==================== block 1
File: config.mk
export PLATFORM = sky130hd
export DESIGN_NAME = wb_timer_responder
export DESIGN_NICKNAME = d
export VERILOG_FILES = /design/src/rtl/wb_timer_responder.sv
export SDC_FILE = /design/constraint.sdc
export NUM_CORES = 1
export LEC_CHECK = 0
export ABC_AREA = 1
export CORE_MARGIN = 2
export CORE_UTILIZATION = 55
export CTS_CLUSTER_DIAMETER = 80
export CTS_CLUSTER_SIZE = 28
export DETAILED_ROUTE_END_ITERATION = 6
export GPL_ROUTABILITY_DRIVEN = 0
export PLACE_DENSITY = 0.77
export SYNTH_ARGS = -nofsm -noshare
export SYNTH_HDL_FRONTEND = slang
export SYNTH_SLANG_ARGS = --single-unit
File: constraint.sdc
create_clock -name Clock -period 2.1 [get_ports Clock]
set_input_delay 0.21 -clock Clock [delete_from_list [all_inputs] [get_ports Clock]]
set_output_delay 0.21 -clock Clock [all_outputs]
set_load 0.03 [all_outputs]
File: src/rtl/wb_timer_responder.sv
// 8-bit Wishbone classic responder exposing a 16-bit free-running timer as a register file.
// Latency: o_Ack one cycle after the strobe is sampled; writes, read data and read side effects all land on that edge.
// Backpressure: none; a strobe held high is acked every second cycle, and each ack is exactly one access.
module wb_timer_responder #(
  parameter logic [15:0] DEFAULT_TOP  = 16'hFFFF,
  parameter logic        RESET_ENABLE = 1'b1,
  parameter logic        RESET_IRQ_EN = 1'b0
) (
  input  logic       Clock,
  input  logic       Reset,
  input  logic       i_Cyc,
  input  logic       i_Stb,
  input  logic       i_We,
  input  logic [7:0] i_Adr,
  input  logic [7:0] i_Dat,
  output logic [7:0] o_Dat,
  output logic       o_Ack,
  output logic       o_Int,
  output logic       o_Wrap
);

  localparam logic [7:0] ADR_CTRL = 8'h5E;
  localparam logic [7:0] ADR_TOP0 = 8'h60;
  localparam logic [7:0] ADR_TOP1 = 8'h61;
  localparam logic [7:0] ADR_CNT0 = 8'h65;
  localparam logic [7:0] ADR_CNT1 = 8'h66;
  localparam logic [7:0] ADR_STAT = 8'h6A;

  logic        ack_q, ack_d;
  logic [7:0]  dat_q, dat_d;
  logic [15:0] count_q, count_d;
  logic [15:0] top_q, top_d;
  logic [7:0]  top_lo_buf_q, top_lo_buf_d;
  logic        en_q, en_d;
  logic        irq_en_q, irq_en_d;
  logic        ovf_flag_q, ovf_flag_d;
  logic [7:0]  shadow_q, shadow_d;
  logic        shadow_valid_q, shadow_valid_d;

  logic        access;
  logic        wr_acc;
  logic        rd_acc;
  logic        clr;
  logic        wrap;
  logic [7:0]  rd_dat;

  // Read mux: reflects register state before this edge's update, so counter reads are live.
  always_comb begin
    rd_dat = 8'h00;
    case (i_Adr)
      ADR_CTRL: rd_dat = {5'b00000, irq_en_q, 1'b0, en_q};
      ADR_TOP0: rd_dat = top_q[7:0];
      ADR_TOP1: rd_dat = top_q[15:8];
      ADR_CNT0: rd_dat = count_q[7:0];
      ADR_CNT1: rd_dat = shadow_valid_q ? shadow_q : count_q[15:8];
      ADR_STAT: rd_dat = {7'b0000000, ovf_flag_q};
      default:  rd_dat = 8'h00;
    endcase
  end

  // Next-state: bus handshake, register writes, read side effects and counter (clear > wrap > increment).
  always_comb begin
    ack_d          = ack_q;
    dat_d          = dat_q;
    count_d        = count_q;
    top_d          = top_q;
    top_lo_buf_d   = top_lo_buf_q;
    en_d           = en_q;
    irq_en_d       = irq_en_q;
    ovf_flag_d     = ovf_flag_q;
    shadow_d       = shadow_q;
    shadow_valid_d = shadow_valid_q;
    clr            = 1'b0;

    // A strobe still high on the ack cycle is not re-accepted.
    access = i_Cyc & i_Stb & ~ack_q;
    wr_acc = access & i_We;
    rd_acc = access & ~i_We;
    wrap   = en_q & (count_q >= top_q);

    ack_d = access;

    if (rd_acc) begin
      dat_d = rd_dat;
      if (i_Adr == ADR_CNT0) begin
        // Latch the high byte so a following CNT1 read is coherent with this low byte.
        shadow_d       = count_q[15:8];
        shadow_valid_d = 1'b1;
      end else if ((i_Adr == ADR_CNT1) && shadow_valid_q) begin
        shadow_valid_d = 1'b0;
      end
    end

    if (wr_acc) begin
      case (i_Adr)
        ADR_CTRL: begin
          en_d     = i_Dat[0];
          clr      = i_Dat[1];
          irq_en_d = i_Dat[2];
        end
        ADR_TOP0: top_lo_buf_d = i_Dat;
        // Both bytes of top change together so the compare never sees a half-written value.
        ADR_TOP1: top_d = {i_Dat, top_lo_buf_q};
        ADR_STAT: if (i_Dat[0]) ovf_flag_d = 1'b0;
        default:  ;
      endcase
    end

    // A wrap on the same edge as a flag clear leaves the flag set.
    if (wrap) ovf_flag_d = 1'b1;

    if (clr) begin
      count_d = 16'h0000;
    end else if (wrap) begin
      count_d = 16'h0000;
    end else if (en_q) begin
      count_d = count_q + 16'd1;
    end
  end

  // State registers with asynchronous active-high reset.
  always_ff @(posedge Clock or posedge Reset) begin
    if (Reset) begin
      ack_q          <= 1'b0;
      dat_q          <= 8'h00;
      count_q        <= 16'h0000;
      top_q          <= DEFAULT_TOP;
      top_lo_buf_q   <= DEFAULT_TOP[7:0];
      en_q           <= RESET_ENABLE;
      irq_en_q       <= RESET_IRQ_EN;
      ovf_flag_q     <= 1'b0;
      shadow_q       <= 8'h00;
      shadow_valid_q <= 1'b0;
    end else begin
      ack_q          <= ack_d;
      dat_q          <= dat_d;
      count_q        <= count_d;
      top_q          <= top_d;
      top_lo_buf_q   <= top_lo_buf_d;
      en_q           <= en_d;
      irq_en_q       <= irq_en_d;
      ovf_flag_q     <= ovf_flag_d;
      shadow_q       <= shadow_d;
      shadow_valid_q <= shadow_valid_d;
    end
  end

  assign o_Ack  = ack_q;
  assign o_Dat  = dat_q;
  assign o_Int  = ovf_flag_q & irq_en_q;
  // Gated by Reset so a DEFAULT_TOP of zero cannot pulse while held in reset.
  assign o_Wrap = wrap & ~Reset;

endmodule

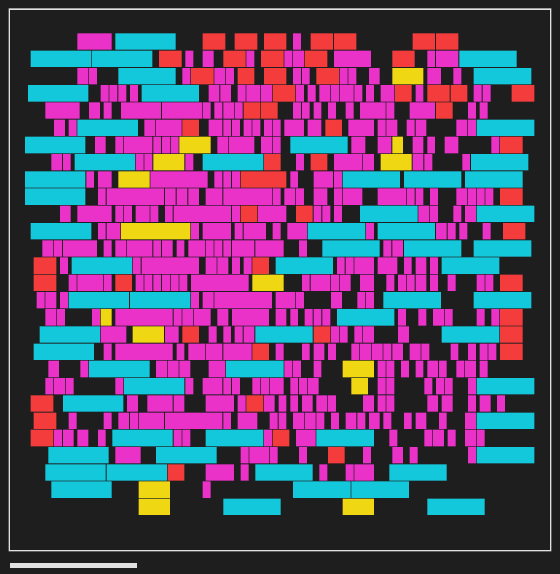
Block 1: placed cells, one colour a class
The bar under the picture is 20 um long.
Yellow shows clock drivers and dummy loads, cells 15. Magenta shows remaining logic cells, cells 394. Cyan shows registers, cells 61. Red shows remaining buffers and delay cells, cells 52.
Core Region: 0.006350 mm^2
fin area: 0.004532 mm^2

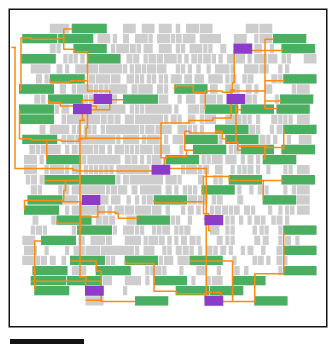
Block 1: clock distribution
The bar under the picture is 20 um long.
Purple shows clock-net drivers, count 9. Orange shows clock wires, length 853 um. Green shows flip-flops, count 61.
Position of the flops: spread over the die. There are 10 routed clock nets.
Layout Skew: 6.238 ps
Clk pwr share: 40.4%
Clock group: 1.07 mW
Latency at later pin: 350 ps

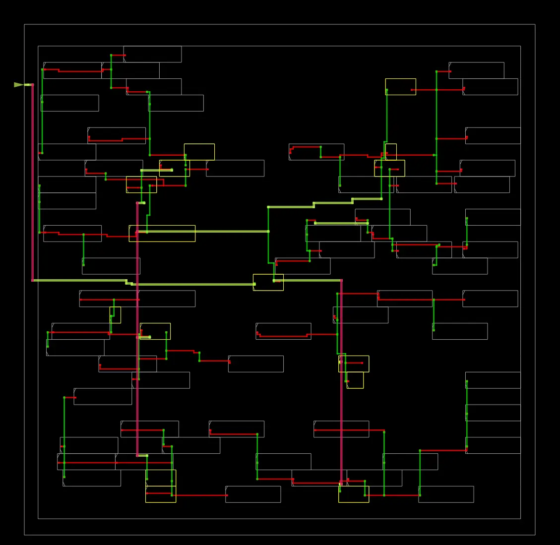
Block 1: clock wiring as the flow saved it
CLK BUF: 11
total CTS buffers: 9
sequential cells: 61

==> results.sh <==
# implementation run metrics
export IMPL_ant_nets=0
export IMPL_top_area_cell="dfrtp_1"
export IMPL_wirelength_um=9162
export IMPL_wirelength_met1_um=4007
export IMPL_p_seq_mw=1.23
export IMPL_r2r_end="count_q[9]"
export IMPL_p_leak_nw=1.959
export IMPL_rsz0062_at_grt="yes"
export IMPL_p_int_mw=1.960
export IMPL_cts_setup_buffers=9
export IMPL_portBuffers=31
export IMPL_ctsResizeCount=17
export IMPL_syn_to_final_growth_pct=24.90
export IMPL_crit_path_top_delay_cell="dfstp_2"
export IMPL_reg2reg_from="top_q[1]"
export IMPL_fin_ws_ps=-270.9
export IMPL_comb_power_share_pct=13.0
export IMPL_dp_hpwl_um=6337
export IMPL_final_common_cell="nand2_1"
export IMPL_dpl_worst_slack_ps=102.3
export IMPL_grt_pass1_vias=3116
export IMPL_fp_util_pct=57.14
export IMPL_crit_start="top_q[1]"
export IMPL_layout_min_cycle_time_ps=2371
export IMPL_status="finished with violations"
export IMPL_synth_seq_share_pct=42.93
export IMPL_maxSlewViolCount=0
export IMPL_synth_cell_types=30
export IMPL_cts_tree="yes"
export IMPL_swShare_pct=26.01
export IMPL_required_ps=1890
export IMPL_synth_most_common_cell="nand2_1"
export IMPL_violations="setup timing"
export IMPL_simple_gate_share_pct=27.55
export IMPL_finalSetupViolCount=1
export IMPL_edf_count=0
## state kept, by name, summed over array words and instances, names as in the netlist
signal          count
shadow_q            8
o_Dat               8
top_q              16
irq_en_q            1
o_Ack               1
ovf_flag_q          1
en_q                1
count_q            16
top_lo_buf_q        8
shadow_valid_q      1
## area by class of cell
class,instances,share of cell area [%]
flip-flops and latches,61,34.37
multi-input cells,325,42.85
well taps,77,2.126
inverters,69,5.715
clock inverters,4,1.049
clock buffers,11,3.341
repair buffers,52,10.55

==================== block 2
<file path="src/rtl/desserializador_serial_pkg.sv">
// Shared definitions for the serial receiver: FSM state encoding and idle line level.
package desserializador_serial_pkg;

    typedef enum logic [2:0] {
        OCIOSO       = 3'd0,
        DADOS        = 3'd1,
        PARIDADE_ST  = 3'd2,
        PARADA       = 3'd3,
        ESPERA_LINHA = 3'd4
    } estado_t;

    localparam logic LINHA_OCIOSA = 1'b1;

endpackage

</file>
<file path="src/rtl/desserializador_serial_registro.sv">
// MSB-in serial-to-parallel shift register with shift enable and synchronous clear.
module registro_deslocamento_entrada #(
    parameter int LARGURA = 4
) (
    input  logic               clk,
    input  logic               rst_n,
    input  logic               limpar_i,
    input  logic               desloca_i,
    input  logic               bit_i,
    output logic [LARGURA-1:0] dado_o
);

    logic [LARGURA-1:0] dado_q, dado_d;

    always_comb begin
        dado_d = dado_q;
        if (limpar_i) begin
            dado_d = '0;
        end else if (desloca_i) begin
            dado_d = {bit_i, dado_q[LARGURA-1:1]};
        end
    end

    always_ff @(posedge clk or negedge rst_n) begin
        if (!rst_n) begin
            dado_q <= '0;
        end else begin
            dado_q <= dado_d;
        end
    end

    assign dado_o = dado_q;

endmodule

</file>
<file path="src/rtl/desserializador_serial.sv">
// Serial-to-parallel receiver: start bit, LSB-first data, optional parity, stop bit,
// with a holding register offered through a valid/consume handshake.
module desserializador_serial
    import desserializador_serial_pkg::*;
#(
    parameter int LARGURA  = 4,
    parameter int PARIDADE = 1,
    parameter int IMPAR    = 0
) (
    input  logic               clk,
    input  logic               rst_n,
    input  logic               bit_en,
    input  logic               serial_in,
    input  logic               consumir,
    input  logic               limpar_erro,
    output logic [LARGURA-1:0] dado_paralelo,
    output logic               dado_valido,
    output logic               erro_paridade,
    output logic               erro_parada,
    output logic               sobrescrita,
    output logic               recebendo
);

    localparam int CW = $clog2(LARGURA + 1);
    localparam logic [CW-1:0] ULTIMO = CW'(LARGURA - 1);
    localparam logic COM_PARIDADE = (PARIDADE != 0);
    localparam logic SENTIDO_IMPAR = (IMPAR != 0);

    estado_t            estado_q, estado_d;
    logic [CW-1:0]      cont_q, cont_d;
    logic               paridade_q, paridade_d;
    logic [LARGURA-1:0] dado_q, dado_d;
    logic               valido_q, valido_d;
    logic               erro_par_q, erro_par_d;
    logic               erro_parada_q, erro_parada_d;
    logic               sobre_q, sobre_d;

    logic               desloca, limpa, quadro_ok, erro_calc;
    logic [LARGURA-1:0] registro;

    registro_deslocamento_entrada #(.LARGURA(LARGURA)) u_registro (
        .clk       (clk),
        .rst_n     (rst_n),
        .limpar_i  (limpa),
        .desloca_i (desloca),
        .bit_i     (serial_in),
        .dado_o    (registro)
    );

    always_comb begin
        estado_d      = estado_q;
        cont_d        = cont_q;
        paridade_d    = paridade_q;
        desloca       = 1'b0;
        limpa         = 1'b0;
        quadro_ok     = 1'b0;
        erro_parada_d = 1'b0;
        if (bit_en) begin
            unique case (estado_q)
                OCIOSO: begin
                    if (serial_in != LINHA_OCIOSA) begin
                        estado_d = DADOS;
                        cont_d   = '0;
                        limpa    = 1'b1;
                    end
                end
                DADOS: begin
                    desloca = 1'b1;
                    cont_d  = cont_q + CW'(1);
                    if (cont_q == ULTIMO) begin
                        estado_d = COM_PARIDADE ? PARIDADE_ST : PARADA;
                    end
                end
                PARIDADE_ST: begin
                    paridade_d = serial_in;
                    estado_d   = PARADA;
                end
                PARADA: begin
                    if (serial_in) begin
                        quadro_ok = 1'b1;
                        estado_d  = OCIOSO;
                    end else begin
                        erro_parada_d = 1'b1;
                        estado_d      = ESPERA_LINHA;
                    end
                end
                ESPERA_LINHA: begin
                    // A held-low line (break) must see a high sample before a new start bit counts.
                    if (serial_in) estado_d = OCIOSO;
                end
                default: estado_d = OCIOSO;
            endcase
        end
    end

    assign erro_calc = COM_PARIDADE && ((^registro ^ SENTIDO_IMPAR) != paridade_q);

    always_comb begin
        dado_d     = dado_q;
        valido_d   = valido_q;
        erro_par_d = erro_par_q;
        sobre_d    = sobre_q;
        if (limpar_erro) sobre_d = 1'b0;
        if (quadro_ok && (!valido_q || consumir)) begin
            dado_d     = registro;
            erro_par_d = erro_calc;
            valido_d   = 1'b1;
        end else begin
            if (quadro_ok) sobre_d = 1'b1;
            if (consumir) valido_d = 1'b0;
        end
    end

    always_ff @(posedge clk or negedge rst_n) begin
        if (!rst_n) begin
            estado_q      <= OCIOSO;
            cont_q        <= '0;
            paridade_q    <= 1'b0;
            dado_q        <= '0;
            valido_q      <= 1'b0;
            erro_par_q    <= 1'b0;
            erro_parada_q <= 1'b0;
            sobre_q       <= 1'b0;
        end else begin
            estado_q      <= estado_d;
            cont_q        <= cont_d;
            paridade_q    <= paridade_d;
            dado_q        <= dado_d;
            valido_q      <= valido_d;
            erro_par_q    <= erro_par_d;
            erro_parada_q <= erro_parada_d;
            sobre_q       <= sobre_d;
        end
    end

    assign dado_paralelo = dado_q;
    assign dado_valido   = valido_q;
    assign erro_paridade = erro_par_q;
    assign erro_parada   = erro_parada_q;
    assign sobrescrita   = sobre_q;
    assign recebendo     = (estado_q != OCIOSO);

endmodule

</file>
<file path="config.mk">
export PLATFORM = sky130hd
export DESIGN_NAME = desserializador_serial
export DESIGN_NICKNAME = d
export VERILOG_FILES = /design/src/rtl/desserializador_serial_pkg.sv /design/src/rtl/desserializador_serial_registro.sv /design/src/rtl/desserializador_serial.sv
export SDC_FILE = /design/constraint.sdc
export NUM_CORES = 1
export LEC_CHECK = 0
export CAP_MARGIN = 20
export CELL_PAD_IN_SITES_DETAIL_PLACEMENT = 1
export CELL_PAD_IN_SITES_GLOBAL_PLACEMENT = 1
export CORE_MARGIN = 2
export CORE_UTILIZATION = 40
export DETAILED_ROUTE_END_ITERATION = 7
export GPL_TIMING_DRIVEN = 0
export PLACE_DENSITY_LB_ADDON = 0.1
export SLEW_MARGIN = 20
export SYNTH_ARGS = -nofsm -noshare
export SYNTH_HDL_FRONTEND = slang
export SYNTH_SLANG_ARGS = --single-unit
</file>
<file path="constraint.sdc">
create_clock -name clk -period 1.6 [get_ports clk]
set_clock_uncertainty 0.05 [all_clocks]
set_input_delay 0.16 -clock clk [delete_from_list [all_inputs] [get_ports clk]]
set_output_delay 0.16 -clock clk [all_outputs]
set_load 0.01 [all_outputs]
</file>
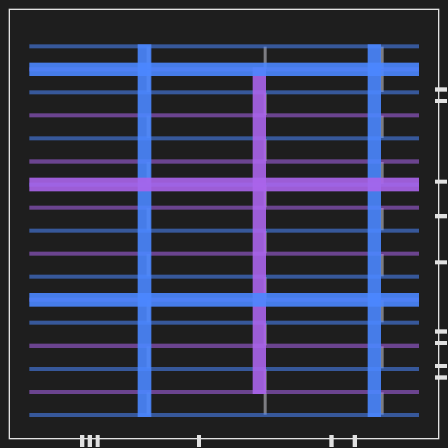
Block 2: power grid
Pins as bars on the die edge. Tap cells in grey.
Blue shows VSS. Purple shows VDD.
The core has 16 rows. 27 tap cells. 3 straps on met5. 3 straps on met4.
Core Region: 0.002002 mm^2
Die Y: 50.53 um
maximum vdd drop: 0.0007441 V
die width: 50.53 um

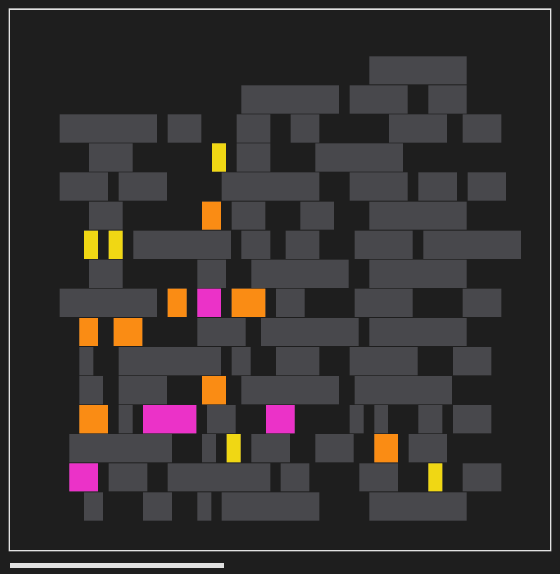
Block 2: logic cells by family
The bar under the picture is 20 um long.
Magenta shows and/or cells, cells 4. Yellow shows inv cells, cells 5, most used inv_1. Orange shows aoi and oai cells, cells 8.
logic share of the area: 34.01%
final cell count without fillers: 114
most numerous logic cell after layout: dfrtp_1

==> results.sh <==
# implementation run metrics
export IMPL_status="completed"
export IMPL_start_kind="flip-flop"
export IMPL_grt_max_degree=20
export IMPL_drive_above_1_share_pct=27.59
export IMPL_worstSetupEndpoint="dado_paralelo[1]"
export IMPL_clk_pin_slew_ps=100
export IMPL_worstRegToRegCells=4
export IMPL_io_pins=15
export IMPL_synth_area_mux_share_pct=10.84
export IMPL_simple_gate_share_pct=11.99
export IMPL_nNetsFinal=96
export IMPL_grtUsageTotal_pct=16.11
export IMPL_cts_root_buf="clkbuf_4"
export IMPL_wl_per_cell_um=15.22
export IMPL_cp_max_fo=7
export IMPL_syn_to_final_growth_pct=27.46
export IMPL_antenna_cells=0
export IMPL_largest_cell_class="sequential cells"
export IMPL_maxSlewViolCount=0
export IMPL_fmax_mhz=644.9
export IMPL_fill_cells=231
export IMPL_grt_pass1_wl_um=2898
export IMPL_final_clk_cell_share_pct=2.381
export IMPL_post_route_drc_count=0
export IMPL_cts_tree="yes"
export IMPL_dpl_cell_area_mm2=0.001040
export IMPL_syn_inst=65
export IMPL_placed_cells=106
export IMPL_portBuffers=14
export IMPL_top_area_cell="dfrtp_1"
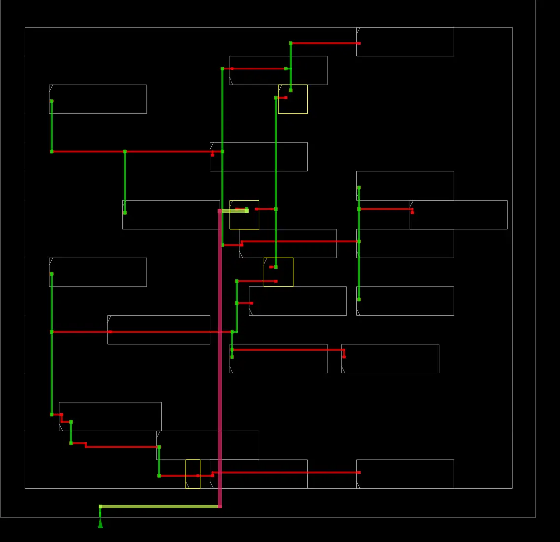
Block 2: clock wiring as the flow saved it
Sink Count: 19
total CTS buffers: 3
Clock group: 236 uW

[state kept, by name, summed over array words and instances, names as in the netlist]
name               flops
erro_parada            1
cont_q                 3
u_registro.dado_o      4
sobrescrita            1
dado_valido            1
erro_paridade          1
paridade_q             1
dado_paralelo          4
estado_q               3
[routing by layer]
metal / track usage [%] / up-vias / wire, um
met2: 25.44 / 13 / 819
met3: 1.786 / 4 / 48
li1: - / 274 / -
met5: 0 / - / 0
met4: 12.61 / 0 / 45
met1: 20.04 / 299 / 822

==================== block 3
==> config.mk <==
export PLATFORM = sky130hd
export DESIGN_NAME = disp_mode_ctrl_flat
export DESIGN_NICKNAME = d
export VERILOG_FILES = /design/src/rtl/clock_pkg.sv /design/src/rtl/disp_mode_ctrl_if.sv /design/src/rtl/btn_debounce.sv /design/src/rtl/disp_mode_ctrl.sv /design/src/flat_wrapper.sv
export SDC_FILE = /design/constraint.sdc
export NUM_CORES = 1
export LEC_CHECK = 0
export ABC_AREA = 1
export CAP_MARGIN = 5
export CORE_ASPECT_RATIO = 0.5
export CORE_MARGIN = 5
export CORE_UTILIZATION = 50
export CTS_BUF_LIST = sky130_fd_sc_hd__clkbuf_16
export DETAILED_ROUTE_END_ITERATION = 12
export PLACE_DENSITY = 0.81
export SETUP_SLACK_MARGIN = 0.15
export SLEW_MARGIN = 10
export SYNTH_ARGS = -nofsm -noshare
export SYNTH_HDL_FRONTEND = slang
export SYNTH_SLANG_ARGS = --single-unit
==> constraint.sdc <==
create_clock -name clk -period 2.85 [get_ports clk]
set_input_delay 0.57 -clock clk [delete_from_list [all_inputs] [get_ports clk]]
set_output_delay 0.57 -clock clk [all_outputs]
set_load 0.03 [all_outputs]
==> src/rtl/clock_pkg.sv <==
// Shared types for the clock board display/mode controller.
// Contents:
//   mode_t    - display mode selected by the mode button (3-bit code)
//   ring_t    - ring overlay state (quiet, alarm ring, countdown ring)
//   bcd4_t    - four packed BCD digits as fed to the scanner
//   MODE_LAST - last mode in the cycle, after which the mode wraps
//   nextMode  - mode that follows a given mode on a button press
package clock_pkg;

   typedef enum logic [2:0] {
      TIME_HM   = 3'd0,
      TIME_MS   = 3'd1,
      ALARM_SET = 3'd2,
      COUNTDOWN = 3'd3,
      STOPWATCH = 3'd4
   } mode_t;

   typedef enum logic [1:0] {
      IDLE    = 2'd0,
      RING_AL = 2'd1,
      RING_CD = 2'd2
   } ring_t;

   typedef logic [15:0] bcd4_t;

   localparam mode_t MODE_LAST = STOPWATCH;

   // Modes are numbered consecutively, so advancing is an increment
   // with a wrap back to the first mode after the last one.
   function automatic mode_t nextMode(input mode_t m);
      if (m == MODE_LAST) begin
         return TIME_HM;
      end
      return mode_t'(m + 3'd1);
   endfunction

endpackage

==> src/rtl/disp_mode_ctrl_if.sv <==
// Bundle of signals between the counter datapath/buttons (master side)
// and the display mode controller (slave side).
// Inputs to the controller:
//   tick_1hz    - one-cycle pulse once per second
//   btn_mode    - raw asynchronous mode button
//   btn_ack     - raw asynchronous acknowledge button
//   alarm_match - level, high while time equals an armed alarm
//   cd_zero     - one-cycle pulse when the countdown reaches zero
//   time_hm, time_ms, alarm_hm, cd_val, sw_val - BCD display sources
// Outputs from the controller:
//   disp_data   - BCD digits to the scanner
//   disp_blank  - per-digit blank, 1 = digit off
//   mode        - current display mode
//   edit_time   - set buttons drive the time counters
//   edit_alarm  - set buttons drive the alarm counters
//   buzz        - high while a ring is active
//   ring_src    - source of the active ring, 0 = alarm, 1 = countdown
interface disp_mode_ctrl_if;

   logic             tick_1hz;
   logic             btn_mode;
   logic             btn_ack;
   logic             alarm_match;
   logic             cd_zero;
   clock_pkg::bcd4_t time_hm;
   clock_pkg::bcd4_t time_ms;
   clock_pkg::bcd4_t alarm_hm;
   clock_pkg::bcd4_t cd_val;
   clock_pkg::bcd4_t sw_val;

   clock_pkg::bcd4_t disp_data;
   logic [3:0]       disp_blank;
   clock_pkg::mode_t mode;
   logic             edit_time;
   logic             edit_alarm;
   logic             buzz;
   logic             ring_src;

   modport master (
      output tick_1hz, btn_mode, btn_ack, alarm_match, cd_zero,
      output time_hm, time_ms, alarm_hm, cd_val, sw_val,
      input  disp_data, disp_blank, mode, edit_time, edit_alarm, buzz, ring_src
   );

   modport slave (
      input  tick_1hz, btn_mode, btn_ack, alarm_match, cd_zero,
      input  time_hm, time_ms, alarm_hm, cd_val, sw_val,
      output disp_data, disp_blank, mode, edit_time, edit_alarm, buzz, ring_src
   );

endinterface

==> src/rtl/btn_debounce.sv <==
// Push-button conditioner: two-flop synchronizer followed by a
// stable-count debouncer that emits a one-cycle press pulse when a
// 0->1 transition has been stable for DEB_CYCLES cycles.
// Ports:
//   clk     - system clock
//   clr     - synchronous active-high reset
//   btn_i   - raw asynchronous button level
//   press_o - one-cycle pulse on an accepted press
module btn_debounce #(
   parameter int DEB_CYCLES = 1_000_000
) (
   input  logic clk,
   input  logic clr,
   input  logic btn_i,
   output logic press_o
);

   localparam int CW = $clog2(DEB_CYCLES + 1);
   localparam logic [CW-1:0] CNT_LAST = CW'(DEB_CYCLES - 1);

   logic          sync1_q;
   logic          sync2_q;
   logic          level_q;
   logic          press_q;
   logic [CW-1:0] cnt_q;

   // The accepted level comes out of reset as "pressed": a button held
   // through reset is then seen as already down and must be released
   // (which produces no pulse) before a new press can be accepted.
   // Any disagreement between the synchronized input and the accepted
   // level is counted; a bounce back to the accepted level restarts it.
   always_ff @(posedge clk) begin
      if (clr) begin
         sync1_q <= 1'b0;
         sync2_q <= 1'b0;
         level_q <= 1'b1;
         press_q <= 1'b0;
         cnt_q   <= '0;
      end else begin
         sync1_q <= btn_i;
         sync2_q <= sync1_q;
         press_q <= 1'b0;
         if (sync2_q == level_q) begin
            cnt_q <= '0;
         end else if (cnt_q == CNT_LAST) begin
            level_q <= sync2_q;
            press_q <= sync2_q;
            cnt_q   <= '0;
         end else begin
            cnt_q <= cnt_q + 1'b1;
         end
      end
   end

   assign press_o = press_q;

endmodule

==> src/rtl/disp_mode_ctrl.sv <==
// Display mode controller and arbiter for the shared 4-digit scanner.
// Cycles the display between time, alarm setpoint, countdown and
// stopwatch on mode presses; alarm and countdown-expiry events take
// over the display with a blinking ring overlay until acknowledged or
// timed out; steers the set buttons to the time or alarm counters.
// Ports:
//   clk - system clock (single clock domain)
//   clr - synchronous active-high reset
//   bus - slave side of disp_mode_ctrl_if (sources, buttons, events
//         in; scanner data, blanking, mode, edit routing, buzz out)
module disp_mode_ctrl
   import clock_pkg::*;
#(
   parameter int DEB_CYCLES = 1_000_000,
   parameter int RING_SECS  = 30
) (
   input logic             clk,
   input logic             clr,
   disp_mode_ctrl_if.slave bus
);

   localparam int RCW = $clog2(RING_SECS + 1);
   localparam logic [RCW-1:0] RING_LAST = RCW'(RING_SECS - 1);

   logic           modePress;
   logic           ackPress;
   logic           alarmEdge;
   logic           ringEnd;

   mode_t          mode_q,      mode_d;
   ring_t          ring_q,      ring_d;
   logic [RCW-1:0] ringCnt_q,   ringCnt_d;
   logic           blink_q,     blink_d;
   logic           cdPend_q,    cdPend_d;
   logic           alPend_q,    alPend_d;
   logic           alarmPrev_q;

   bcd4_t          dispData_q,  dispData_d;
   logic [3:0]     dispBlank_q, dispBlank_d;
   logic           buzz_q,      buzz_d;
   logic           ringSrc_q,   ringSrc_d;
   logic           editTime_q,  editTime_d;
   logic           editAlarm_q, editAlarm_d;

   btn_debounce #(.DEB_CYCLES(DEB_CYCLES)) u_debMode (
      .clk     (clk),
      .clr     (clr),
      .btn_i   (bus.btn_mode),
      .press_o (modePress)
   );

   btn_debounce #(.DEB_CYCLES(DEB_CYCLES)) u_debAck (
      .clk     (clk),
      .clr     (clr),
      .btn_i   (bus.btn_ack),
      .press_o (ackPress)
   );

   // An alarm only rings on the rising edge of the match level, and not
   // while the user is editing the alarm setpoint itself.
   assign alarmEdge = bus.alarm_match & ~alarmPrev_q & (mode_q != ALARM_SET);

   // State and output registers.
   always_ff @(posedge clk) begin
      if (clr) begin
         mode_q      <= TIME_HM;
         ring_q      <= IDLE;
         ringCnt_q   <= '0;
         blink_q     <= 1'b0;
         cdPend_q    <= 1'b0;
         alPend_q    <= 1'b0;
         alarmPrev_q <= 1'b0;
         dispData_q  <= '0;
         dispBlank_q <= 4'b0000;
         buzz_q      <= 1'b0;
         ringSrc_q   <= 1'b0;
         editTime_q  <= 1'b1;
         editAlarm_q <= 1'b0;
      end else begin
         mode_q      <= mode_d;
         ring_q      <= ring_d;
         ringCnt_q   <= ringCnt_d;
         blink_q     <= blink_d;
         cdPend_q    <= cdPend_d;
         alPend_q    <= alPend_d;
         alarmPrev_q <= bus.alarm_match;
         dispData_q  <= dispData_d;
         dispBlank_q <= dispBlank_d;
         buzz_q      <= buzz_d;
         ringSrc_q   <= ringSrc_d;
         editTime_q  <= editTime_d;
         editAlarm_q <= editAlarm_d;
      end
   end

   // Next-state logic for the mode and ring machines. A mode press only
   // advances the mode when nothing is ringing; during a ring it is
   // consumed as an acknowledge. The other source's event during a ring
   // is remembered in its pend flag and taken up when the ring ends,
   // with a fresh count and blink phase. The entry cycle resets the
   // count, so a tick coinciding with entry is not counted.
   always_comb begin
      mode_d    = mode_q;
      ring_d    = ring_q;
      ringCnt_d = ringCnt_q;
      blink_d   = blink_q;
      cdPend_d  = cdPend_q;
      alPend_d  = alPend_q;
      ringEnd   = 1'b0;
      case (ring_q)
         IDLE: begin
            ringCnt_d = '0;
            blink_d   = 1'b0;
            if (modePress) begin
               mode_d = nextMode(mode_q);
            end
            if (alarmEdge) begin
               ring_d   = RING_AL;
               cdPend_d = bus.cd_zero;
            end else if (bus.cd_zero) begin
               ring_d = RING_CD;
            end
         end
         RING_AL, RING_CD: begin
            if (ring_q == RING_AL && bus.cd_zero) begin
               cdPend_d = 1'b1;
            end
            if (ring_q == RING_CD && alarmEdge) begin
               alPend_d = 1'b1;
            end
            ringEnd = ackPress | modePress | (bus.tick_1hz & (ringCnt_q == RING_LAST));
            if (ringEnd) begin
               ringCnt_d = '0;
               blink_d   = 1'b0;
               if (ring_q == RING_AL && cdPend_d) begin
                  ring_d   = RING_CD;
                  cdPend_d = 1'b0;
               end else if (ring_q == RING_CD && alPend_d) begin
                  ring_d   = RING_AL;
                  alPend_d = 1'b0;
               end else begin
                  ring_d = IDLE;
               end
            end else if (bus.tick_1hz) begin
               ringCnt_d = ringCnt_q + 1'b1;
               blink_d   = ~blink_q;
            end
         end
         default: begin
            ring_d = IDLE;
         end
      endcase
   end

   // Output decode from the next state, so that every output is a flop
   // that reflects a press or event one cycle after it is seen.
   always_comb begin
      dispData_d = bus.time_hm;
      case (ring_d)
         RING_AL: dispData_d = bus.alarm_hm;
         RING_CD: dispData_d = bus.cd_val;
         default: begin
            case (mode_d)
               TIME_HM:   dispData_d = bus.time_hm;
               TIME_MS:   dispData_d = bus.time_ms;
               ALARM_SET: dispData_d = bus.alarm_hm;
               COUNTDOWN: dispData_d = bus.cd_val;
               STOPWATCH: dispData_d = bus.sw_val;
               default:   dispData_d = bus.time_hm;
            endcase
         end
      endcase
      dispBlank_d = (ring_d != IDLE) ? {4{blink_d}} : 4'b0000;
      buzz_d      = (ring_d != IDLE);
      ringSrc_d   = (ring_d == RING_CD);
      editTime_d  = (mode_d == TIME_HM) && (ring_d == IDLE);
      editAlarm_d = (mode_d == ALARM_SET) && (ring_d == IDLE);
   end

   assign bus.disp_data  = dispData_q;
   assign bus.disp_blank = dispBlank_q;
   assign bus.mode       = mode_q;
   assign bus.edit_time  = editTime_q;
   assign bus.edit_alarm = editAlarm_q;
   assign bus.buzz       = buzz_q;
   assign bus.ring_src   = ringSrc_q;

endmodule
==> src/flat_wrapper.sv <==
// flat-port wrapper written by rule: the top's interface ports become plain ports
module disp_mode_ctrl_flat import clock_pkg::*;
#(
   parameter int DEB_CYCLES = 1_000_000,
   parameter int RING_SECS  = 30
)
  (clk, clr, bus_tick_1hz, bus_btn_mode, bus_btn_ack, bus_alarm_match, bus_cd_zero, bus_time_hm, bus_time_ms, bus_alarm_hm, bus_cd_val, bus_sw_val, bus_disp_data, bus_disp_blank, bus_mode, bus_edit_time, bus_edit_alarm, bus_buzz, bus_ring_src);
  disp_mode_ctrl_if bus_i ();
  input logic clk;
  input logic clr;
  input wire logic [$bits(bus_i.tick_1hz)-1:0] bus_tick_1hz;
  input wire logic [$bits(bus_i.btn_mode)-1:0] bus_btn_mode;
  input wire logic [$bits(bus_i.btn_ack)-1:0] bus_btn_ack;
  input wire logic [$bits(bus_i.alarm_match)-1:0] bus_alarm_match;
  input wire logic [$bits(bus_i.cd_zero)-1:0] bus_cd_zero;
  input wire logic [$bits(bus_i.time_hm)-1:0] bus_time_hm;
  input wire logic [$bits(bus_i.time_ms)-1:0] bus_time_ms;
  input wire logic [$bits(bus_i.alarm_hm)-1:0] bus_alarm_hm;
  input wire logic [$bits(bus_i.cd_val)-1:0] bus_cd_val;
  input wire logic [$bits(bus_i.sw_val)-1:0] bus_sw_val;
  output wire logic [$bits(bus_i.disp_data)-1:0] bus_disp_data;
  output wire logic [$bits(bus_i.disp_blank)-1:0] bus_disp_blank;
  output wire logic [$bits(bus_i.mode)-1:0] bus_mode;
  output wire logic [$bits(bus_i.edit_time)-1:0] bus_edit_time;
  output wire logic [$bits(bus_i.edit_alarm)-1:0] bus_edit_alarm;
  output wire logic [$bits(bus_i.buzz)-1:0] bus_buzz;
  output wire logic [$bits(bus_i.ring_src)-1:0] bus_ring_src;
  assign bus_i.tick_1hz = bus_tick_1hz;
  assign bus_i.btn_mode = bus_btn_mode;
  assign bus_i.btn_ack = bus_btn_ack;
  assign bus_i.alarm_match = bus_alarm_match;
  assign bus_i.cd_zero = bus_cd_zero;
  assign bus_i.time_hm = bus_time_hm;
  assign bus_i.time_ms = bus_time_ms;
  assign bus_i.alarm_hm = bus_alarm_hm;
  assign bus_i.cd_val = bus_cd_val;
  assign bus_i.sw_val = bus_sw_val;
  assign bus_disp_data = bus_i.disp_data;
  assign bus_disp_blank = bus_i.disp_blank;
  assign bus_mode = bus_i.mode;
  assign bus_edit_time = bus_i.edit_time;
  assign bus_edit_alarm = bus_i.edit_alarm;
  assign bus_buzz = bus_i.buzz;
  assign bus_ring_src = bus_i.ring_src;
  disp_mode_ctrl #(.DEB_CYCLES(DEB_CYCLES), .RING_SECS(RING_SECS)) u_core (.clk(clk), .clr(clr), .bus(bus_i));
endmodule
==> results.sh <==
# implementation run metrics
export IMPL_status="completed"
export IMPL_wl_per_cell_um=13.94
export IMPL_hold_ws_ps=406.9
export IMPL_clkSinkCount=83
export IMPL_p_leak_nw=2.538
export IMPL_cts_max_path_buffers=2
export IMPL_synth_seq_cells=83
export IMPL_synthTopCellsByCount="165 x nand2_1, 83 x dfxtp_1, 74 x nor2_1, 66 x inv_1, 61 x nand4_1"
export IMPL_dieArea_mm2=0.01154
export IMPL_synth_area_mm2=0.004693
export IMPL_finalHoldViolations=0
export IMPL_synth_seq_share_pct=35.40
export IMPL_rrSetupSlack_ps=360
export IMPL_grt_pass1_wl_um=20690
export IMPL_syn_inst=685
export IMPL_grt_pass1_vias=4587
export IMPL_placed_cells=892
export IMPL_viasPerCell=5.358
export IMPL_final_area_mm2=0.006145
export IMPL_dpl_worst_slack_ps=-68.47
export IMPL_dpl_cell_area_mm2=0.005861
export IMPL_fmax_mhz=402.2
export IMPL_worstRegToRegCells=10
export IMPL_required_ps=3110
export IMPL_simple_gate_share_pct=38.07
export IMPL_crit_start="u_core.ring_q[0]"
export IMPL_ys_warnings_count=0
export IMPL_synth_area_mux_share_pct=0
export IMPL_topCellsByArea="dfxtp_1 35%, nand2_1 13%, nand4_1 8.1%"
export IMPL_gp_congestion=0.8663
export IMPL_totalPowerFinal_mw=2.990
export IMPL_cap_viol_max_count=0
export IMPL_crit_path_top_delay_cell="ha_2"
export IMPL_largest_cell_class="multi-input combinational cells"
export IMPL_async_flop_share_pct=0
export IMPL_path_cells="inv_1 > ha_1 > inv_1 > nor2_1 > nand2_1 > a31oi_1 > ha_2 > a22o_1 > nand2_1 > a21oi_1"
export IMPL_maxSlewHeadroom_pct=48.50
export IMPL_ant_nets=0
export IMPL_mostFrequentLayoutCells="165 x nand2_1, 113 x clkdlybuf4s50_1, 83 x dfxtp_1"
export IMPL_taps=121
export IMPL_syn_num_nets=786
export IMPL_dp_hpwl_um=8917
export IMPL_synth_cell_types=41
export IMPL_top_area_cell="dfxtp_1"
export IMPL_tns_ps=0
export IMPL_critical_path_class="reg -> reg"
export IMPL_numCtsBuffers=9
export IMPL_drive_above_1_share_pct=5.718
export IMPL_final_clk_cell_share_pct=4.296
export IMPL_ys_chip_area_mm2=0.004693
export IMPL_rsz0062_at_grt="no"
export IMPL_fin_ws_ps=363.7
export IMPL_signal_buffers=121
export IMPL_top_cell_area_share_pct=35.40
export IMPL_cp_max_fo=16
export IMPL_bufAreaShareNonClock_pct=19.39
export IMPL_slowest_delay_ps=470
export IMPL_dr_pass1_iters=6
export IMPL_synthesis_area_per_instance_um2=6.851
export IMPL_finalSetupViolCount=0
export IMPL_portBuffers=113
export IMPL_final_seq_area_mm2=0.001662
export IMPL_synth_most_common_cell="nand2_1"
export IMPL_n_all_inverters=73
export IMPL_ctsHoldBuffers=0
[per-layer routing]
layer  global-route usage, %  wire, um
met2                   37.40      6090
met5                       0         0
met4                   7.621       187
met3                   6.344      1043
met1                   26.10      5340
[power by group]
part | total, mW | internal [mW] | switching [mW]
clock | 1.03 | 0.578 | 0.451
sequential | 1.26 | 1.23 | 0.0311
combinational | 0.701 | 0.322 | 0.379
[worst max-delay path, delay by kind of cell, from the launching register on]
kind,cells,cell delay (ps)
AOI/OAI and AO/OA,3,630
adders and majority gates,2,860
buffers and inverters,2,220
DFF,1,380
and+or+nand+nor,3,320
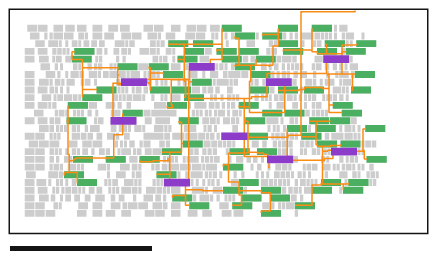
Block 3: clock distribution
The bar under the picture is 50 um long.
Orange shows clock wires, length 1,000 um. Green shows flip-flops, count 83. Purple shows clock-net drivers, count 9.
There are 10 routed clock nets.
Clk pwr share: 34.4%
Latency at later pin: 340 ps
Clock group: 1.03 mW
Layout Skew: 3.798 ps

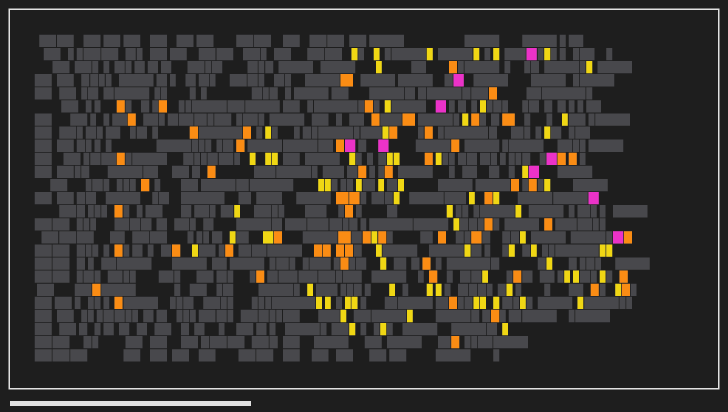
Block 3: logic cells by family
The bar under the picture is 50 um long.
Magenta shows and/or cells, cells 9, most used or2_2. Yellow shows inv cells, cells 73, most used inv_1. Orange shows aoi and oai cells, cells 62, most used a21oi_1.
final cell count without fillers: 908
most numerous logic cell after layout: nand2_1


==================== block 4
Block 4, placed cells, one colour a class:
The bar under the picture is 10 um long.
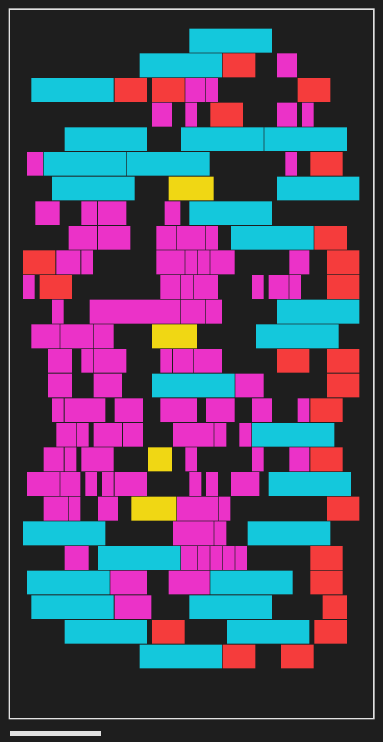
**src/rtl/trig_pulse_scheduler.sv**
```systemverilog
// Round-robin scheduler for a shared stretched-pulse trigger channel.
// Each grant produces PULSE_LEN high cycles followed by at least GAP_LEN
// low cycles so the slow receiving domain never merges or drops pulses.
//
// state | meaning
// IDLE  | no pulse in flight, waiting for en and a pending request
// PULSE | pulse_out high, counter runs down PULSE_LEN cycles
// GAP   | pulse_out low, counter runs down GAP_LEN cycles
module trig_pulse_scheduler #(
    parameter int NUM_REQ   = 4,
    parameter int ID_W      = 2,
    parameter int PULSE_LEN = 10,
    parameter int GAP_LEN   = 12
) (
    input  logic               clk,
    input  logic               rst,
    input  logic [NUM_REQ-1:0] req_in,
    input  logic               en,
    input  logic               clr_ovf,
    output logic               pulse_out,
    output logic [ID_W-1:0]    pulse_id,
    output logic [NUM_REQ-1:0] grant,
    output logic               busy,
    output logic [NUM_REQ-1:0] pend,
    output logic [NUM_REQ-1:0] ovf
);

    localparam int MAX_LEN = (PULSE_LEN > GAP_LEN) ? PULSE_LEN : GAP_LEN;
    localparam int CNT_W   = $clog2(MAX_LEN + 1);
    localparam int SCAN_W  = ID_W + 1;

    typedef enum logic [1:0] {
        IDLE  = 2'd0,
        PULSE = 2'd1,
        GAP   = 2'd2
    } state_t;

    state_t             state, state_nxt;
    logic [CNT_W-1:0]   cnt, cnt_nxt;
    logic [ID_W-1:0]    ptr, winner;
    logic [SCAN_W-1:0]  scan_idx;
    logic [NUM_REQ-1:0] req_prev, req_rise, win_mask;
    logic               do_grant;

    assign req_rise = req_in & ~req_prev;
    assign busy     = (state != IDLE);
    assign win_mask = do_grant ? (NUM_REQ'(1) << winner) : '0;

    // Pick the first pending requester at or after ptr; scanning backwards
    // lets the closest one to ptr overwrite the others.
    always_comb begin
        winner   = ptr;
        scan_idx = '0;
        for (int k = NUM_REQ - 1; k >= 0; k--) begin
            scan_idx = {1'b0, ptr} + SCAN_W'(k);
            if (scan_idx >= SCAN_W'(NUM_REQ)) begin
                scan_idx = scan_idx - SCAN_W'(NUM_REQ);
            end
            if (pend[scan_idx[ID_W-1:0]]) begin
                winner = scan_idx[ID_W-1:0];
            end
        end
    end

    // Next-state logic; a grant is only issued from IDLE or at the end of GAP.
    always_comb begin
        state_nxt = state;
        cnt_nxt   = cnt;
        do_grant  = 1'b0;
        case (state)
            IDLE: begin
                if (en && |pend) begin
                    do_grant  = 1'b1;
                    state_nxt = PULSE;
                    cnt_nxt   = CNT_W'(PULSE_LEN - 1);
                end
            end
            PULSE: begin
                if (cnt == '0) begin
                    state_nxt = GAP;
                    cnt_nxt   = CNT_W'(GAP_LEN - 1);
                end else begin
                    cnt_nxt = cnt - CNT_W'(1);
                end
            end
            GAP: begin
                if (cnt == '0) begin
                    if (en && |pend) begin
                        do_grant  = 1'b1;
                        state_nxt = PULSE;
                        cnt_nxt   = CNT_W'(PULSE_LEN - 1);
                    end else begin
                        state_nxt = IDLE;
                    end
                end else begin
                    cnt_nxt = cnt - CNT_W'(1);
                end
            end
            default: begin
                state_nxt = IDLE;
                cnt_nxt   = '0;
            end
        endcase
    end

    // State and timer registers.
    always_ff @(posedge clk or negedge rst) begin
        if (!rst) begin
            state <= IDLE;
            cnt   <= '0;
        end else begin
            state <= state_nxt;
            cnt   <= cnt_nxt;
        end
    end

    // Registered channel outputs and round-robin pointer.
    always_ff @(posedge clk or negedge rst) begin
        if (!rst) begin
            pulse_out <= 1'b0;
            grant     <= '0;
            pulse_id  <= '0;
            ptr       <= '0;
        end else begin
            pulse_out <= (state_nxt == PULSE);
            grant     <= win_mask;
            if (do_grant) begin
                pulse_id <= winner;
                ptr      <= (winner == ID_W'(NUM_REQ - 1)) ? '0 : winner + ID_W'(1);
            end
        end
    end

    // Edge capture into pending flags; a fresh edge beats the grant clear
    // and is not an overflow, since the old request is being served now.
    always_ff @(posedge clk or negedge rst) begin
        if (!rst) begin
            req_prev <= '0;
            pend     <= '0;
            ovf      <= '0;
        end else begin
            req_prev <= req_in;
            pend     <= (pend & ~win_mask) | req_rise;
            ovf      <= (clr_ovf ? '0 : ovf) | (req_rise & pend & ~win_mask);
        end
    end

endmodule

```
**config.mk**
```make
export PLATFORM = sky130hd
export DESIGN_NAME = trig_pulse_scheduler
export DESIGN_NICKNAME = d
export VERILOG_FILES = /design/src/rtl/trig_pulse_scheduler.sv
export SDC_FILE = /design/constraint.sdc
export NUM_CORES = 1
export LEC_CHECK = 0
export CAP_MARGIN = 20
export CORE_ASPECT_RATIO = 2
export CORE_UTILIZATION = 45
export CTS_BUF_LIST = sky130_fd_sc_hd__clkbuf_4 sky130_fd_sc_hd__clkbuf_8
export CTS_CLUSTER_SIZE = 12
export DETAILED_ROUTE_END_ITERATION = 10
export HOLD_SLACK_MARGIN = 0.15
export PLACE_DENSITY_LB_ADDON = 0.12
export SLEW_MARGIN = 20
export SYNTH_ARGS = -nofsm -noshare
export SYNTH_HDL_FRONTEND = slang
export SYNTH_SLANG_ARGS = --single-unit
```
**constraint.sdc**
```tcl
create_clock -name clk -period 5.1 [get_ports clk]
set_input_delay 0.51 -clock clk [delete_from_list [all_inputs] [get_ports clk]]
set_output_delay 0.51 -clock clk [all_outputs]
set_load 0.03 [all_outputs]
```
==> results.sh <==
# implementation run metrics
export IMPL_synth_seq_cells=27
export IMPL_worstHoldStart="pulse_id[1]"
export IMPL_grtUsageTotal_pct=19.42
export IMPL_top_area_cell="dfrtp_1"
export IMPL_grt_pass1_wl_um=4181
export IMPL_use_met1_pct=18.13
export IMPL_drive_above_1_share_pct=8.844
export IMPL_fill_cells=246
export IMPL_antenna_cells=0
export IMPL_p_per_area_mw_per_mm2=586.8
export IMPL_ctsResizeCount=0
export IMPL_final_seq_area_um2=675.6
export IMPL_syn_num_nets=135
export IMPL_synth_most_common_cell="dfrtp_1"
export IMPL_path_cells="nor2_1 > inv_1 > clkdlybuf4s50_1"
export IMPL_placed_cells=172
export IMPL_top_cell_area_share_pct=51.72
export IMPL_htreeDepth=1
export IMPL_final_common_cell="dfrtp_1"
export IMPL_worst_setup_path_end_kind="output port"
export IMPL_cp_max_fo=15
export IMPL_logic_area_um2=551.8
export IMPL_cts_setup_buffers=0
export IMPL_grtUsageMet2_pct=36.29
export IMPL_dieArea_mm2=0.003135
export IMPL_status="completed"
export IMPL_fmax_mhz=427.6
export IMPL_p_switching_uw=410.3
export IMPL_core_mm2=0.002736
export IMPL_largest_cell_class="sequential cells"
export IMPL_io_pins=24
export IMPL_post_route_drc_count=0
export IMPL_logic_gate_count=75
export IMPL_wl_per_cell_um=14.66
export IMPL_p_clk_share_pct=13.1
export IMPL_p_comb_uw=456
export IMPL_wirelength_met1_um=878
About 'placed cells, one colour a class' of block 4:
Yellow shows clock drivers and dummy loads, cells 4. Magenta shows remaining logic cells, cells 92. Red shows remaining buffers and delay cells, cells 24. Cyan shows registers, cells 27.
Row Count: 27
fin area: 0.001614 mm^2

==> logic make-up after synthesis <==
family / count (synthesis) / synth area share, %
AOI/OAI and AO/OA: 29 / 17.91
and+or+nand+nor: 35 / 14.75
buffers and inverters: 20 / 6.035
adders and majority gates: 6 / 5.556
muxes: 4 / 3.352
xor gates and xnor gates: 1 / 0.6706
DFF: 27 / 51.72
==> worst min path at each step <==
stage,to,cells after the start
after global routing,pulse_id[1],1
after global placement,pulse_id[1],1
after CTS,pulse_id[1],1
after detailed placement,pulse_id[1],1
after floorplan,cnt[0],0
final,pulse_id[1],1


==> gallery <==
Power grid.
Pins as bars on the die edge. Tap cells in grey.
(a)
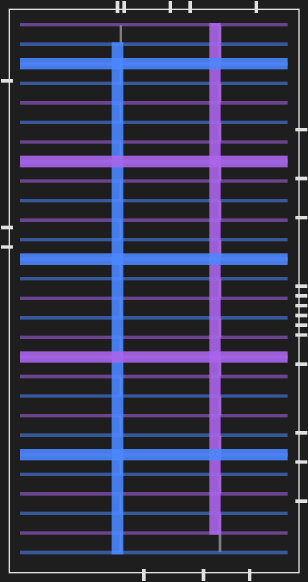
(b)
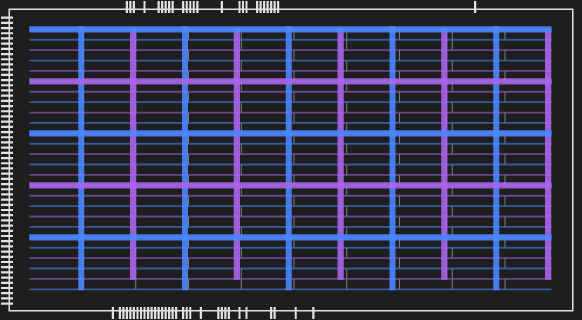
(c)
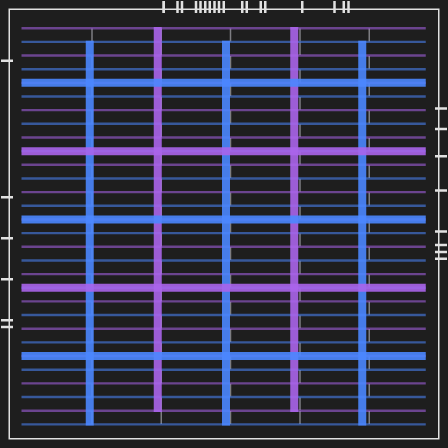
| from | picture |
|---|---|
| block 3 | (b) |
| block 1 | (c) |
| block 4 | (a) |

Key to (b):
Purple shows VDD. Blue shows VSS.
121 tap cells. 10 straps on met4. 114 signal pins sit on the boundary.

Power is estimated from default activity; no workload was simulated.
